=== uart_tx_engine_flat ===
Fig. 1: uart_tx_engine_flat, floorplan with the power grid
The bar under the picture is 20 µm long. Pins as bars on the die edge.
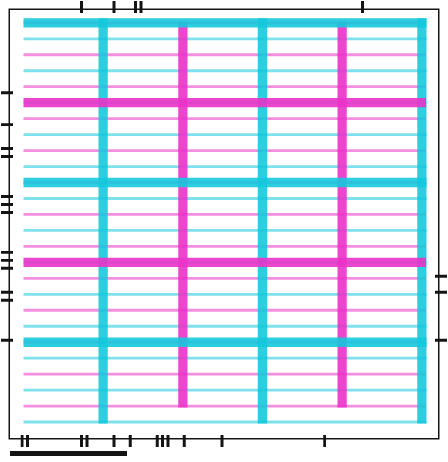
Fig. 2: uart_tx_engine_flat, clock distribution
The bar under the picture is 20 µm long.
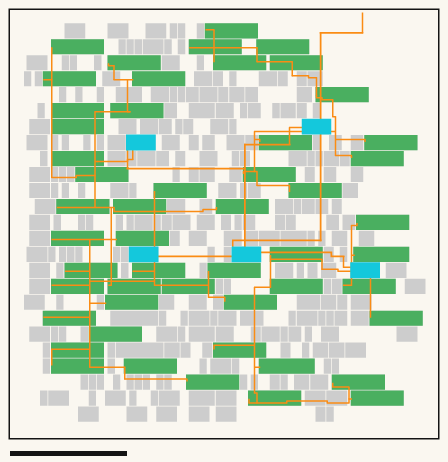
<file path="config.mk">
export PLATFORM = sky130hd
export DESIGN_NAME = uart_tx_engine_flat
export DESIGN_NICKNAME = d
export VERILOG_FILES = /design/src/rtl/uart_tx_engine_if.sv /design/src/rtl/uart_tx_engine.sv /design/src/flat_wrapper.sv
export SDC_FILE = /design/constraint.sdc
export NUM_CORES = 1
export LEC_CHECK = 0
export ABC_CLOCK_PERIOD_IN_PS = 3300
export CAP_MARGIN = 10
export CORE_MARGIN = 2
export CORE_UTILIZATION = 55
export CTS_BUF_LIST = sky130_fd_sc_hd__clkbuf_8
export DETAILED_ROUTE_END_ITERATION = 16
export PLACE_DENSITY = 0.79
export SETUP_SLACK_MARGIN = 0.02
export SLEW_MARGIN = 5
export SYNTH_ARGS = -nofsm -noshare
export SYNTH_HDL_FRONTEND = slang
export SYNTH_SLANG_ARGS = --single-unit
</file>
<file path="constraint.sdc">
create_clock -name clk -period 3.3 [get_ports clk]
set_input_delay 0.66 -clock clk [delete_from_list [all_inputs] [get_ports clk]]
set_output_delay 0.66 -clock clk [all_outputs]
set_load 0.05 [all_outputs]
</file>
<file path="src/rtl/uart_tx_engine_if.sv">
`default_nettype none
// ============================================================================
// Module      : uart_tx_engine_if
// Description : Word handshake between a producer and the UART transmit
//               engine. The producer (master) drives val/data and the engine
//               (slave) answers with rdy.
// Revision    : 1.0 - initial release
// ============================================================================
interface uart_tx_engine_if #(
  parameter int DATA_BITS = 8
);
  logic                 val;
  logic [DATA_BITS-1:0] data;
  logic                 rdy;

  modport master (output val, output data, input rdy);
  modport slave  (input val, input data, output rdy);
endinterface
`default_nettype wire

</file>
<file path="src/rtl/uart_tx_engine.sv">
`default_nettype none
// ============================================================================
// Module      : uart_tx_engine
// Description : UART transmitter. Accepts a word on a val/rdy handshake and
//               sends start bit, DATA_BITS data bits LSB first, an optional
//               parity bit and one or two stop bits. Every bit lasts
//               baud_div+1 clk cycles. All frame settings are captured at the
//               handshake edge.
//               Build option: define UART_TX_PARITY_EN to include the parity
//               bit logic; without it parity_en/parity_type are ignored.
// Revision    : 1.0 - initial release
// ============================================================================
module uart_tx_engine #(
  parameter int DATA_BITS = 8,
  parameter int DIV_W     = 16
) (
  input  wire logic             clk,
  input  wire logic             reset,
  uart_tx_engine_if.slave       bus,
  input  wire logic [DIV_W-1:0] baud_div,
  input  wire logic             parity_en,
  input  wire logic             parity_type,
  input  wire logic             stop2,
  output logic                  tx,
  output logic                  busy
);

  localparam int IDX_W = $clog2(DATA_BITS);
  localparam logic [IDX_W-1:0] C_LAST_IDX = IDX_W'(DATA_BITS - 1);
  localparam logic [DIV_W-1:0] C_CNT_ONE  = DIV_W'(1);

  typedef enum logic [2:0] {
    IDLE   = 3'd0,
    START  = 3'd1,
    DATA   = 3'd2,
    PARITY = 3'd3,
    STOP   = 3'd4
  } state_t;

  state_t               state_q, state_d;
  logic [DIV_W-1:0]     cnt_q, cnt_d;
  logic [IDX_W-1:0]     idx_q, idx_d;
  logic                 stop_cnt_q, stop_cnt_d;
  logic [DATA_BITS-1:0] data_q, data_d;
  logic [DIV_W-1:0]     div_q, div_d;
  logic                 stop2_q, stop2_d;
  logic                 tx_q, tx_d;
  logic                 rdy_q, rdy_d;
  logic                 busy_q, busy_d;

  logic                 w_bit_end;
  logic [IDX_W-1:0]     w_idx_next;
  logic                 w_par_en;
  logic                 w_par_bit;

`ifdef UART_TX_PARITY_EN
  logic par_en_q, par_en_d;
  logic par_odd_q, par_odd_d;

  assign w_par_en  = par_en_q;
  // Even parity is the XOR of the data bits; odd parity is its inverse.
  assign w_par_bit = (^data_q) ^ par_odd_q;
`else
  logic w_unused_parity;

  // Parity inputs exist on the port list but never influence a frame.
  assign w_unused_parity = parity_en ^ parity_type;
  assign w_par_en        = 1'b0;
  assign w_par_bit       = 1'b1;
`endif

  assign w_bit_end  = (cnt_q == div_q);
  assign w_idx_next = idx_q + IDX_W'(1);

  // Next-state, counters, capture registers and the next tx level.
  always_comb begin
    state_d    = state_q;
    cnt_d      = cnt_q;
    idx_d      = idx_q;
    stop_cnt_d = stop_cnt_q;
    data_d     = data_q;
    div_d      = div_q;
    stop2_d    = stop2_q;
    tx_d       = tx_q;
`ifdef UART_TX_PARITY_EN
    par_en_d   = par_en_q;
    par_odd_d  = par_odd_q;
`endif
    case (state_q)
      IDLE: begin
        tx_d = 1'b1;
        if (bus.val && rdy_q) begin
          state_d    = START;
          tx_d       = 1'b0;
          cnt_d      = '0;
          idx_d      = '0;
          stop_cnt_d = 1'b0;
          data_d     = bus.data;
          div_d      = baud_div;
          stop2_d    = stop2;
`ifdef UART_TX_PARITY_EN
          par_en_d   = parity_en;
          par_odd_d  = parity_type;
`endif
        end
      end
      START: begin
        if (w_bit_end) begin
          cnt_d   = '0;
          state_d = DATA;
          tx_d    = data_q[0];
        end else begin
          cnt_d = cnt_q + C_CNT_ONE;
        end
      end
      DATA: begin
        if (w_bit_end) begin
          cnt_d = '0;
          if (idx_q == C_LAST_IDX) begin
            if (w_par_en) begin
              state_d = PARITY;
              tx_d    = w_par_bit;
            end else begin
              state_d = STOP;
              tx_d    = 1'b1;
            end
          end else begin
            idx_d = w_idx_next;
            tx_d  = data_q[w_idx_next];
          end
        end else begin
          cnt_d = cnt_q + C_CNT_ONE;
        end
      end
      PARITY: begin
        if (w_bit_end) begin
          cnt_d   = '0;
          state_d = STOP;
          tx_d    = 1'b1;
        end else begin
          cnt_d = cnt_q + C_CNT_ONE;
        end
      end
      STOP: begin
        tx_d = 1'b1;
        if (w_bit_end) begin
          cnt_d = '0;
          if (stop2_q && !stop_cnt_q) begin
            stop_cnt_d = 1'b1;
          end else begin
            state_d = IDLE;
          end
        end else begin
          cnt_d = cnt_q + C_CNT_ONE;
        end
      end
      default: begin
        state_d = IDLE;
        tx_d    = 1'b1;
      end
    endcase
    rdy_d  = (state_d == IDLE);
    busy_d = (state_d != IDLE);
  end

  // State and registered outputs; reset aborts any frame and idles the line.
  always_ff @(posedge clk or posedge reset) begin
    if (reset) begin
      state_q    <= IDLE;
      cnt_q      <= '0;
      idx_q      <= '0;
      stop_cnt_q <= 1'b0;
      data_q     <= '0;
      div_q      <= '0;
      stop2_q    <= 1'b0;
      tx_q       <= 1'b1;
      rdy_q      <= 1'b1;
      busy_q     <= 1'b0;
`ifdef UART_TX_PARITY_EN
      par_en_q   <= 1'b0;
      par_odd_q  <= 1'b0;
`endif
    end else begin
      state_q    <= state_d;
      cnt_q      <= cnt_d;
      idx_q      <= idx_d;
      stop_cnt_q <= stop_cnt_d;
      data_q     <= data_d;
      div_q      <= div_d;
      stop2_q    <= stop2_d;
      tx_q       <= tx_d;
      rdy_q      <= rdy_d;
      busy_q     <= busy_d;
`ifdef UART_TX_PARITY_EN
      par_en_q   <= par_en_d;
      par_odd_q  <= par_odd_d;
`endif
    end
  end

  assign tx      = tx_q;
  assign busy    = busy_q;
  assign bus.rdy = rdy_q;

endmodule
`default_nettype wire

</file>
<file path="src/flat_wrapper.sv">
// flat-port wrapper written by rule: the top's interface ports become plain ports
module uart_tx_engine_flat 
#(
  parameter int DATA_BITS = 8,
  parameter int DIV_W     = 16
)
  (clk, reset, baud_div, parity_en, parity_type, stop2, tx, busy, bus_val, bus_data, bus_rdy);
  uart_tx_engine_if #(.DATA_BITS(DATA_BITS)) bus_i ();
  input  wire logic clk;
  input  wire logic reset;
  input  wire logic [DIV_W-1:0] baud_div;
  input  wire logic parity_en;
  input  wire logic parity_type;
  input  wire logic stop2;
  output logic tx;
  output logic busy;
  input wire logic [$bits(bus_i.val)-1:0] bus_val;
  input wire logic [$bits(bus_i.data)-1:0] bus_data;
  output wire logic [$bits(bus_i.rdy)-1:0] bus_rdy;
  assign bus_i.val = bus_val;
  assign bus_i.data = bus_data;
  assign bus_rdy = bus_i.rdy;
  uart_tx_engine #(.DATA_BITS(DATA_BITS), .DIV_W(DIV_W)) u_core (.clk(clk), .reset(reset), .bus(bus_i), .baud_div(baud_div), .parity_en(parity_en), .parity_type(parity_type), .stop2(stop2), .tx(tx), .busy(busy));
endmodule
</file>
==> notes.org <==
#+TITLE: Synthesis and PnR summary

** Outcome
- The flow ran to the end, and the final reports show no timing, DRC or antenna violations.

** Logic synthesis
- XORs/XNORs by Area :: 0.07714
- Mapped cell area :: between 2000 and 3000 µm²
- Chip area estimate from yosys synthesis :: 2611 µm²
- Library cell with the largest summed area after synthesis :: sky130_fd_sc_hd__dfrtp_1

** Clock tree
- Sinks on Clock Net :: approximately 50

** Power
- Pwr top :: sequential cells

** Finish
- Registers represent a cell area share of 0.4192.
- Area Overhead vs Synth :: 16.82%
- The layout report lists the multi-input gate area as about 1300 µm².
- # fillers :: between 300 and 400
- Finished layout cell area :: between 3000 and 4000 µm²
- Inverters :: 7
- Nets@finish :: 348

** Global route
- GR Util met2 :: 0.3434

** Critical path
- For the worst flop-to-flop path, the logic depth is 6.
- The longest incremental delay of any stage on the critical path is reported as ~0.80 ns.
- Startpoint of the worst-slack reg-to-reg timing path :: u_core.cnt_q[3]$_DFFE_PP0P_

** Hold path
- Worst hold stages :: 2

** Timing
- Setup slack on the critical path of the routed design comes to 0.9563 ns.

** Detailed routing
- The routed design shows a via density per instance of 5.657.
- Routed metal-1 wire length :: 2599 µm

** Placed design
- GPL Wtd Cong :: approximately 0.83
About Fig. 1:
- VDD: magenta
- VSS: cyan
- met5 straps: 5
- rows: 25
Peak supply drop: 0.4118 mV
floorplan core area: 4661 µm²
die height: 72.91 µm
Die Span X: 72.91 µm

About Fig. 2:
- clock-net drivers: cyan (count 5)
- clock wires: orange (length 608 µm)
- flip-flops: green (count 51)
- routed clock nets: 6
clock latency reported for the late side of the worst-skew pair: 0.31 ns
Setup Skew: 0.005947 ns
power share of the clock group: 0.169
Clock group: 0.363 mW


=== score_bcd_counter ===
Fig. 3: score_bcd_counter, floorplan with the power grid
The bar under the picture is 20 µm long. Pins as bars on the die edge.
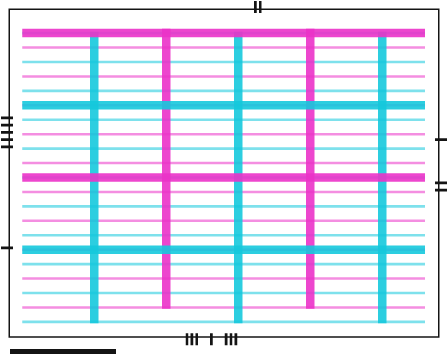
===== config.mk =====
export PLATFORM = sky130hd
export DESIGN_NAME = score_bcd_counter
export DESIGN_NICKNAME = d
export VERILOG_FILES = /design/src/rtl/scoreboard_pkg.sv /design/src/rtl/bcd_digit.sv /design/src/rtl/score_bcd_counter.sv
export SDC_FILE = /design/constraint.sdc
export NUM_CORES = 1
export LEC_CHECK = 0
export CAP_MARGIN = 20
export CORE_ASPECT_RATIO = 0.75
export CORE_MARGIN = 2
export CORE_UTILIZATION = 30
export DETAILED_ROUTE_END_ITERATION = 16
export PLACE_DENSITY = 0.56
export SYNTH_ARGS = -nofsm -noshare
export SYNTH_HDL_FRONTEND = slang
export SYNTH_SLANG_ARGS = --single-unit

===== constraint.sdc =====
create_clock -name clk -period 5.88 [get_ports clk]
set_input_delay 0.882 -clock clk [delete_from_list [all_inputs] [get_ports clk]]
set_output_delay 0.882 -clock clk [all_outputs]
set_load 0.01 [all_outputs]

===== src/rtl/scoreboard_pkg.sv =====
// Shared constants and types for the two-digit BCD score counter.
// Digit width, BCD limit, step width and FSM state encoding.
package scoreboard_pkg;

  localparam int unsigned BCD_W = 4;
  localparam logic [BCD_W-1:0] BCD_MAX = 4'd9;
  localparam int unsigned STEP_W = 2;

  typedef enum logic {
    StIdle = 1'b0,
    StStep = 1'b1
  } state_e;

  // A step request of 0 counts as a single point.
  function automatic logic [STEP_W-1:0] step_units(input logic [STEP_W-1:0] s);
    return (s == '0) ? STEP_W'(1) : s;
  endfunction

endpackage


===== src/rtl/bcd_digit.sv =====
// One BCD digit register with 9<->0 wrap; carry/borrow flag a wrap on this clock.
// digit_next exposes the value the register takes on the next rising edge.
module bcd_digit
  import scoreboard_pkg::*;
(
  input  logic             clk,
  input  logic             reset,
  input  logic             clr,
  input  logic             en,
  input  logic             dir,
  output logic [BCD_W-1:0] digit,
  output logic [BCD_W-1:0] digit_next,
  output logic             carry,
  output logic             borrow
);

  always_comb begin
    carry      = en & dir & (digit == BCD_MAX);
    borrow     = en & ~dir & (digit == '0);
    digit_next = digit;
    if (clr) begin
      digit_next = '0;
    end else if (en) begin
      if (dir) begin
        digit_next = carry ? '0 : digit + BCD_W'(1);
      end else begin
        digit_next = borrow ? BCD_MAX : digit - BCD_W'(1);
      end
    end
  end

  always_ff @(posedge clk) begin
    if (reset) begin
      digit <= '0;
    end else begin
      digit <= digit_next;
    end
  end

endmodule


===== src/rtl/score_bcd_counter.sv =====
// Two-digit saturating BCD score register driven by synchronised, edge-detected buttons.
// Each accepted request applies 1..3 units, one per clock, while busy is high.
module score_bcd_counter
  import scoreboard_pkg::*;
#(
  parameter int unsigned MAX_SCORE   = 99,
  parameter int unsigned SYNC_STAGES = 2
) (
  input  logic              clk,
  input  logic              reset,
  input  logic              inc_btn,
  input  logic              dec_btn,
  input  logic              clr,
  input  logic [STEP_W-1:0] step,
  output logic [BCD_W-1:0]  bcd_tens,
  output logic [BCD_W-1:0]  bcd_ones,
  output logic              busy,
  output logic              at_max,
  output logic              at_min
);

  localparam logic [BCD_W-1:0] MaxTens = BCD_W'(MAX_SCORE / 10);
  localparam logic [BCD_W-1:0] MaxOnes = BCD_W'(MAX_SCORE % 10);

  logic [SYNC_STAGES-1:0] inc_sync_q, dec_sync_q;
  logic                   inc_prev_q, dec_prev_q;
  logic                   inc_edge_q, dec_edge_q;

  // Edge flops are registered so the request lands on the clock after the sync output rises.
  always_ff @(posedge clk) begin
    if (reset) begin
      inc_sync_q <= '0;
      dec_sync_q <= '0;
      inc_prev_q <= 1'b0;
      dec_prev_q <= 1'b0;
      inc_edge_q <= 1'b0;
      dec_edge_q <= 1'b0;
    end else begin
      inc_sync_q <= {inc_sync_q[SYNC_STAGES-2:0], inc_btn};
      dec_sync_q <= {dec_sync_q[SYNC_STAGES-2:0], dec_btn};
      inc_prev_q <= inc_sync_q[SYNC_STAGES-1];
      dec_prev_q <= dec_sync_q[SYNC_STAGES-1];
      inc_edge_q <= inc_sync_q[SYNC_STAGES-1] & ~inc_prev_q;
      dec_edge_q <= dec_sync_q[SYNC_STAGES-1] & ~dec_prev_q;
    end
  end

  state_e            state_q, state_d;
  logic [STEP_W-1:0] rem_q, rem_d;
  logic              dir_q, dir_d;
  logic              unit_en;
  logic              at_max_q, at_min_q;

  always_ff @(posedge clk) begin
    if (reset) begin
      state_q <= StIdle;
      rem_q   <= '0;
      dir_q   <= 1'b0;
    end else begin
      state_q <= state_d;
      rem_q   <= rem_d;
      dir_q   <= dir_d;
    end
  end

  always_comb begin
    state_d = state_q;
    rem_d   = rem_q;
    dir_d   = dir_q;
    if (clr) begin
      state_d = StIdle;
    end else begin
      unique case (state_q)
        StIdle: begin
          if (inc_edge_q ^ dec_edge_q) begin
            state_d = StStep;
            dir_d   = inc_edge_q;
            rem_d   = step_units(step);
          end
        end
        StStep: begin
          rem_d = rem_q - STEP_W'(1);
          if (rem_q == STEP_W'(1)) begin
            state_d = StIdle;
          end
        end
        default: state_d = StIdle;
      endcase
    end
  end

  // A saturated unit still consumes a cycle but leaves the digits alone.
  always_comb begin
    unit_en = (state_q == StStep) && !clr && (dir_q ? !at_max_q : !at_min_q);
    busy    = (state_q == StStep);
    at_max  = at_max_q;
    at_min  = at_min_q;
  end

  logic [BCD_W-1:0] ones_next, tens_next;
  logic             ones_carry, ones_borrow;
  logic             tens_carry_unused, tens_borrow_unused;

  bcd_digit u_ones (
    .clk        (clk),
    .reset      (reset),
    .clr        (clr),
    .en         (unit_en),
    .dir        (dir_q),
    .digit      (bcd_ones),
    .digit_next (ones_next),
    .carry      (ones_carry),
    .borrow     (ones_borrow)
  );

  bcd_digit u_tens (
    .clk        (clk),
    .reset      (reset),
    .clr        (clr),
    .en         (ones_carry | ones_borrow),
    .dir        (dir_q),
    .digit      (bcd_tens),
    .digit_next (tens_next),
    .carry      (tens_carry_unused),
    .borrow     (tens_borrow_unused)
  );

  always_ff @(posedge clk) begin
    if (reset) begin
      at_max_q <= 1'b0;
      at_min_q <= 1'b1;
    end else begin
      at_max_q <= (tens_next == MaxTens) && (ones_next == MaxOnes);
      at_min_q <= (tens_next == '0) && (ones_next == '0);
    end
  end

endmodule


==> notes.org <==
#+TITLE: Synthesis and PnR summary

** Outcome
- The run finished with clean final reports.

** Placed design
- Per the placement log, port buffering inserted 17 buffers.
- GPL Wtd Cong :: slightly above 0.8

** Global route
- The number of antenna violations at the first check in global routing was 0.
- GR Util met3 :: 0.01613
- Via count of the first global-routing pass :: 1,060

** Logic synthesis
- Aoi/oai-family share of the synthesized area :: 0.1989
- In this run, the synthesized area fraction spent on and/or/nand/nor cells is recorded as 0.2973.
- The biggest area contributor in the post-synthesis netlist is sky130_fd_sc_hd__dfxtp_1.
- XORs/XNORs by Area :: 0.01989
- In this run the mean area of a mapped cell was between 8 and 9 µm².
- Top post-synthesis cells by area :: sky130_fd_sc_hd__dfxtp_1 (33%), sky130_fd_sc_hd__ha_1 (8.5%), sky130_fd_sc_hd__nor2b_1 (6.6%), sky130_fd_sc_hd__nor2_1 (3.1%), sky130_fd_sc_hd__a211oi_1 (2.8%)
- Top_reg_cell synth :: sky130_fd_sc_hd__dfxtp_1
- The area fraction of the largest cell type after synthesis is 0.3333.

** Power
- Reported combinational group power :: 0.0150 mW
- Switching Power :: 0.05417 mW
- The analysis reports a worst IR drop on VDD of between 0.1 and 0.15 mV.
- Power spread over the standard cell area amounts to roughly 170 nW/µm².

** Finish
- Counting the fill cells in the layout gives between 400 and 500.
- In the layout the commonest cells are sky130_fd_sc_hd__dfxtp_1 (22), sky130_fd_sc_hd__clkdlybuf4s50_1 (17), sky130_fd_sc_hd__nor2b_1 (14).
- Share of final-layout standard cells stronger than drive strength 1 :: 0.06024
- For the completed layout, the total cell area is recorded as between 1500 and 2000 µm².
- The multi-input combinational cells in the finished layout cover a total of ~800 µm².
- Diodes inserted :: 0
- Final sequential cell count :: 22

** Timing
- The final timing report lists a max-slew violation count of 0.
- Setup Skew :: 0.004197 ns
- Number of failing hold endpoints at the final stage :: 0
- Setup repair after global routing left no endpoint under its margin.

** Critical path
- Crit path DRT :: roughly 6.0 ns
- The setup check on the worst reg-to-reg path leaves a slack of between 3 and 4 ns.
- Critical path destination :: at_min$_SDFF_PP1_
- Per the timing report, the most critical flop-to-flop path finishes at at_min$_SDFF_PP1_.
- Per STA, the highest per-stage delay on the worst path measures between 0.6 and 0.7 ns.
- Launch point of the critical path :: clr
- Worst endpoint data arrival time :: between 3 and 4 ns

** Clock tree
- In this run the deepest clock path goes through 2 buffers.

** Detailed routing
- Total iterations of the first detailed-routing run :: 4
- DR vias :: approximately 1,100
- After detailed routing, the number of vias per cell comes to about 5.
- The violation tally recorded at the end of detailed-routing iteration 0 is about 67.
- The detailed router put a total of roughly 1400 µm of wire on met1.

** Hold path
- The path with the worst hold slack has its endpoint at inc_edge_q$_SDFF_PP0_.

** Job
- The number of warnings reported in the stage logs is 32.
About Fig. 3:
- VDD: magenta
- VSS: cyan
- met4 straps: 5
- met5 straps: 4
die height: 61.48 µm
Die Span X: 80.63 µm
floorplan core area: 4129 µm²


=== wb_cmd_initiator ===
Fig. 4: wb_cmd_initiator, floorplan with the power grid
The bar under the picture is 50 µm long. Pins as bars on the die edge.
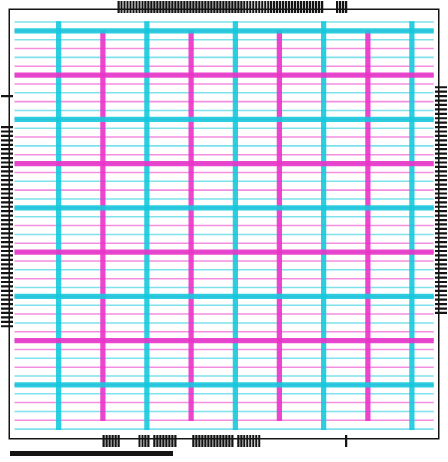
Fig. 5: wb_cmd_initiator, placement by cell class
The bar under the picture is 50 µm long.
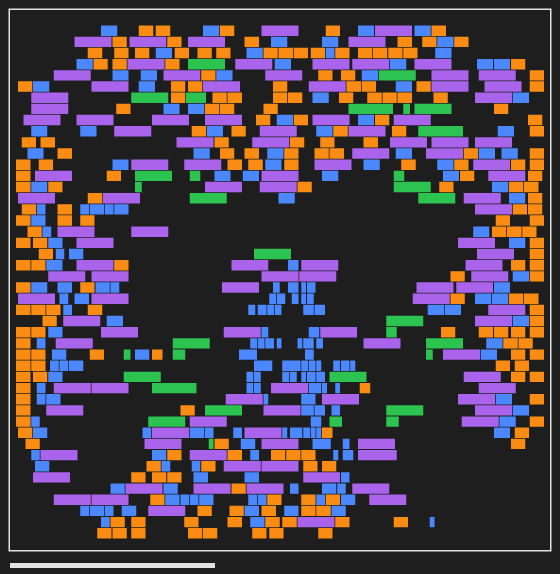
==> src/rtl/wb_cmd_initiator_pkg.sv <==
// Shared types and constants for the Wishbone command initiator.
// Holds the FSM state encoding and the response status codes.
// No logic lives here.
package wb_cmd_initiator_pkg;

    typedef enum logic [1:0] {
        ST_IDLE = 2'd0,
        ST_BUS  = 2'd1,
        ST_RESP = 2'd2
    } wb_state_e;

    localparam logic [1:0] RSP_OK      = 2'b00;
    localparam logic [1:0] RSP_TIMEOUT = 2'b01;
    localparam logic [1:0] RSP_BUS_ERR = 2'b10;

endpackage

==> src/rtl/wb_timeout_ctr.sv <==
// Bus-cycle watchdog: counts run cycles, flags the last permitted one.
// Latency: expired_o is combinational from the count register; count updates each edge.
// Backpressure: none; clear_i has priority over run_i, count saturates instead of wrapping.
module wb_timeout_ctr #(
    parameter int TIMEOUT_CYCLES = 255
) (
    input  logic clk_i,
    input  logic rst_i,
    input  logic clear_i,
    input  logic run_i,
    output logic expired_o
);

    localparam int CW = $clog2(TIMEOUT_CYCLES) + 1;
    localparam logic [CW-1:0] LAST = CW'(TIMEOUT_CYCLES - 1);
    localparam logic [CW-1:0] SAT  = CW'(TIMEOUT_CYCLES);

    logic [CW-1:0] cnt_q;
    logic [CW-1:0] cnt_d;

    // Next count: clear wins, otherwise step while running until saturated.
    always_comb begin
        cnt_d = cnt_q;
        if (clear_i) begin
            cnt_d = '0;
        end else if (run_i && (cnt_q != SAT)) begin
            cnt_d = cnt_q + 1'b1;
        end
    end

    // Count register.
    always_ff @(posedge clk_i or posedge rst_i) begin
        if (rst_i) begin
            cnt_q <= '0;
        end else begin
            cnt_q <= cnt_d;
        end
    end

    assign expired_o = run_i && (cnt_q == LAST);

endmodule

==> src/rtl/wb_cmd_initiator.sv <==
// Wishbone classic initiator: one bus cycle per command, result on a response channel.
// Latency: command edge T -> cyc/stb at T+1 -> earliest response visible after edge T+1.
// Backpressure: single outstanding transaction; cmd_ready low from accept until rsp handshake.
// Optional build macro WB_CMD_INITIATOR_ERR_EN adds the wbm_err_i bus-error input.
module wb_cmd_initiator
    import wb_cmd_initiator_pkg::*;
#(
    parameter int ADR_W          = 32,
    parameter int DAT_W          = 32,
    parameter int TIMEOUT_CYCLES = 255
) (
    input  logic               wb_clk_i,
    input  logic               wb_rst_i,
    input  logic               cmd_valid,
    output logic               cmd_ready,
    input  logic               cmd_we,
    input  logic [ADR_W-1:0]   cmd_adr,
    input  logic [DAT_W-1:0]   cmd_dat,
    input  logic [DAT_W/8-1:0] cmd_sel,
    output logic               rsp_valid,
    input  logic               rsp_ready,
    output logic [DAT_W-1:0]   rsp_dat,
    output logic [1:0]         rsp_code,
    output logic               wbm_cyc_o,
    output logic               wbm_stb_o,
    output logic               wbm_we_o,
    output logic [DAT_W/8-1:0] wbm_sel_o,
    output logic [ADR_W-1:0]   wbm_adr_o,
    output logic [DAT_W-1:0]   wbm_dat_o,
`ifdef WB_CMD_INITIATOR_ERR_EN
    input  logic               wbm_err_i,
`endif
    input  logic               wbm_ack_i,
    input  logic [DAT_W-1:0]   wbm_dat_i
);

    wb_state_e          state_q, state_d;
    logic               cmd_ready_q, cmd_ready_d;
    logic               cyc_q, cyc_d;
    logic               we_q, we_d;
    logic [DAT_W/8-1:0] sel_q, sel_d;
    logic [ADR_W-1:0]   adr_q, adr_d;
    logic [DAT_W-1:0]   dat_q, dat_d;
    logic               rsp_valid_q, rsp_valid_d;
    logic [DAT_W-1:0]   rsp_dat_q, rsp_dat_d;
    logic [1:0]         rsp_code_q, rsp_code_d;
    logic               ctr_clear, ctr_run, ctr_expired;
    logic               err_w;

`ifdef WB_CMD_INITIATOR_ERR_EN
    assign err_w = wbm_err_i;
`else
    assign err_w = 1'b0;
`endif

    wb_timeout_ctr #(
        .TIMEOUT_CYCLES(TIMEOUT_CYCLES)
    ) u_timeout_ctr (
        .clk_i    (wb_clk_i),
        .rst_i    (wb_rst_i),
        .clear_i  (ctr_clear),
        .run_i    (ctr_run),
        .expired_o(ctr_expired)
    );

    // Next-state and next-output logic; ack beats err beats timeout.
    always_comb begin
        state_d     = state_q;
        cyc_d       = cyc_q;
        we_d        = we_q;
        sel_d       = sel_q;
        adr_d       = adr_q;
        dat_d       = dat_q;
        rsp_valid_d = rsp_valid_q;
        rsp_dat_d   = rsp_dat_q;
        rsp_code_d  = rsp_code_q;
        ctr_clear   = 1'b0;
        ctr_run     = 1'b0;
        unique case (state_q)
            ST_IDLE: begin
                ctr_clear = 1'b1;
                if (cmd_valid) begin
                    we_d    = cmd_we;
                    sel_d   = cmd_sel;
                    adr_d   = cmd_adr;
                    dat_d   = cmd_dat;
                    cyc_d   = 1'b1;
                    state_d = ST_BUS;
                end
            end
            ST_BUS: begin
                if (wbm_ack_i) begin
                    cyc_d       = 1'b0;
                    rsp_valid_d = 1'b1;
                    rsp_code_d  = RSP_OK;
                    rsp_dat_d   = we_q ? '0 : wbm_dat_i;
                    state_d     = ST_RESP;
                end else if (err_w) begin
                    cyc_d       = 1'b0;
                    rsp_valid_d = 1'b1;
                    rsp_code_d  = RSP_BUS_ERR;
                    rsp_dat_d   = '0;
                    state_d     = ST_RESP;
                end else begin
                    ctr_run = 1'b1;
                    if (ctr_expired) begin
                        cyc_d       = 1'b0;
                        rsp_valid_d = 1'b1;
                        rsp_code_d  = RSP_TIMEOUT;
                        rsp_dat_d   = '0;
                        state_d     = ST_RESP;
                    end
                end
            end
            ST_RESP: begin
                if (rsp_ready) begin
                    rsp_valid_d = 1'b0;
                    state_d     = ST_IDLE;
                end
            end
            default: begin
                cyc_d       = 1'b0;
                rsp_valid_d = 1'b0;
                state_d     = ST_IDLE;
            end
        endcase
        // Registered ready: high exactly while the next state is IDLE.
        cmd_ready_d = (state_d == ST_IDLE);
    end

    // State and output registers; reset drops cyc/stb and any pending response at once.
    always_ff @(posedge wb_clk_i or posedge wb_rst_i) begin
        if (wb_rst_i) begin
            state_q     <= ST_IDLE;
            cmd_ready_q <= 1'b1;
            cyc_q       <= 1'b0;
            we_q        <= 1'b0;
            sel_q       <= '0;
            adr_q       <= '0;
            dat_q       <= '0;
            rsp_valid_q <= 1'b0;
            rsp_dat_q   <= '0;
            rsp_code_q  <= RSP_OK;
        end else begin
            state_q     <= state_d;
            cmd_ready_q <= cmd_ready_d;
            cyc_q       <= cyc_d;
            we_q        <= we_d;
            sel_q       <= sel_d;
            adr_q       <= adr_d;
            dat_q       <= dat_d;
            rsp_valid_q <= rsp_valid_d;
            rsp_dat_q   <= rsp_dat_d;
            rsp_code_q  <= rsp_code_d;
        end
    end

    assign cmd_ready = cmd_ready_q;
    assign rsp_valid = rsp_valid_q;
    assign rsp_dat   = rsp_dat_q;
    assign rsp_code  = rsp_code_q;
    assign wbm_cyc_o = cyc_q;
    assign wbm_stb_o = cyc_q;
    assign wbm_we_o  = we_q;
    assign wbm_sel_o = sel_q;
    assign wbm_adr_o = adr_q;
    assign wbm_dat_o = dat_q;

endmodule

==> config.mk <==
export PLATFORM = sky130hd
export DESIGN_NAME = wb_cmd_initiator
export DESIGN_NICKNAME = d
export VERILOG_FILES = /design/src/rtl/wb_cmd_initiator_pkg.sv /design/src/rtl/wb_timeout_ctr.sv /design/src/rtl/wb_cmd_initiator.sv
export SDC_FILE = /design/constraint.sdc
export NUM_CORES = 1
export LEC_CHECK = 0
export CELL_PAD_IN_SITES_DETAIL_PLACEMENT = 0
export CELL_PAD_IN_SITES_GLOBAL_PLACEMENT = 2
export CORE_UTILIZATION = 28
export CTS_CLUSTER_DIAMETER = 50
export CTS_CLUSTER_SIZE = 25
export DETAILED_ROUTE_END_ITERATION = 10
export PLACE_DENSITY = 0.95
export SYNTH_ARGS = -nofsm -noshare
export SYNTH_HDL_FRONTEND = slang
export SYNTH_SLANG_ARGS = --single-unit
==> constraint.sdc <==
create_clock -name wb_clk_i -period 9.7 [get_ports wb_clk_i]
set_input_delay 2.91 -clock wb_clk_i [delete_from_list [all_inputs] [get_ports wb_clk_i]]
set_output_delay 2.91 -clock wb_clk_i [all_outputs]
set_load 0.05 [all_outputs]
==> notes.org <==
#+TITLE: Synthesis and PnR summary

** Outcome
- Status :: finished clean

** Clock tree
- The tree is rooted in a sky130_fd_sc_hd__clkbuf_16.
- Post-cts sizing count :: 0
- CTS reports a maximum clock tree buffer depth of 2.

** Global route
- Pin count of the biggest net entering global routing :: 78
- The number of antenna violations at the first check in global routing came to 0.
- GR Util met2 :: 0.2549
- Remaining global-route overflow :: 0

** Logic synthesis
- Synthesis-stage register bit count :: 116
- In this run, the synthesized area fraction spent on xor and xnor cells is recorded as 0.
- Gate count of the mapped netlist :: around 340
- Simple share :: 0.07991
- Dominant kind of combinational cell :: multiplexers
- Summing all multiplexer cells gives an area fraction of 0.1654.

** Critical path
- Max fanout on the critical path was recorded as 1.
- The STA report counts the stages on the worst setup path as 1.
- Worst r2r dst :: u_timeout_ctr.cnt_q[6]$_DFFE_PP0P_
- Delay-heaviest family, CP :: buffers and inverters
- The worst register-to-register path has a depth of 7.

** Job
- Maximum Capacitance Violations :: 0

** Power
- Total Power Consumption :: 3.247 mW
- Pwr top :: combinational logic
- Per report_power, the Sequential row totals around 0.86 mW.
- The net switching power in the latest report is around 1.5 mW.
- For this design the static power due to leakage is approximately 3.0 nW.
- The internal portion of the total power is about 1.8 mW.

** Finish
- From synthesis to final layout, the design area changed by 61.83%.
- Most used logic cell in the final layout :: sky130_fd_sc_hd__clkdlybuf4s50_1
- Total of clock buffers placed in the layout :: 19
- Ranking logic cells in the layout by count gives the top entries sky130_fd_sc_hd__clkdlybuf4s50_1 (211), sky130_fd_sc_hd__dfrtp_1 (115), sky130_fd_sc_hd__mux2_2 (69).
- Final sequential cell count :: approximately 120
- Inverters :: 5

** Detailed routing
- Summing over every cut layer, the via total after detailed routing is ~3,600.

** Timing
- Hold slack :: approximately 0.5 ns

** Hold path
- The tightest min-delay check is of the reg2reg type.
- Worst Min Path Start :: wbm_adr_o[23]$_DFFE_PP0P_

** Placed design
- In this run the tool buffered the top-level ports with around 210 buffer cells.
About Fig. 4:
- VSS: cyan
- VDD: magenta
- met1 rails: 47
- rows: 46
- met5 straps: 9
- met4 straps: 9
die height: 131.5 µm
Peak supply drop: 0.1847 mV
Die Span X: 131.5 µm
floorplan core area: 16,120 µm²

About Fig. 5:
- remaining buffers and delay cells: orange (cells 214; share of their area 29%)
- remaining logic cells: blue (cells 198; share of their area 23%)
- registers: purple (cells 116; share of their area 40%)
- clock drivers and dummy loads: green (cells 32; share of their area 8.2%)
finished layout cell area: 7601 µm²
utilization of the core after routing: 0.4717



==> gallery <==
Routing congestion.
Plate I
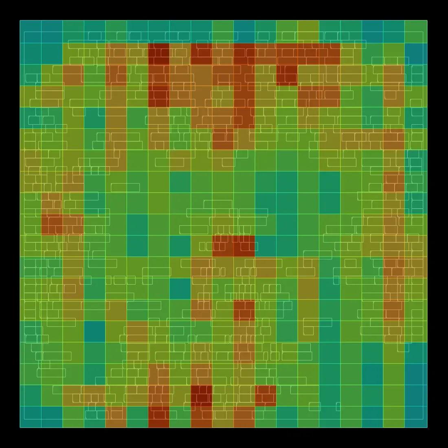
Plate II
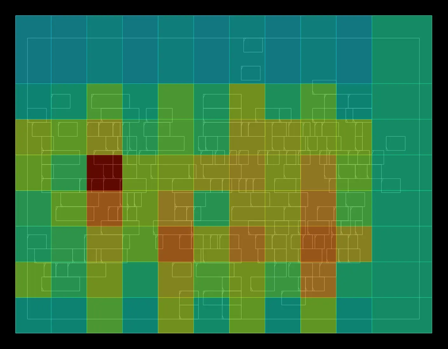
Plate III
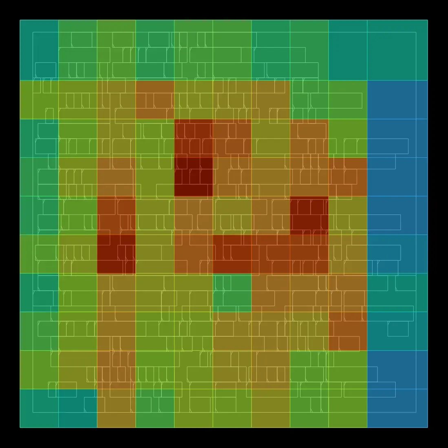
- wb_cmd_initiator = Plate I
- uart_tx_engine_flat = Plate III
- score_bcd_counter = Plate II
- lowest utilization: Plate II

Power and IR drop assume default switching activity.
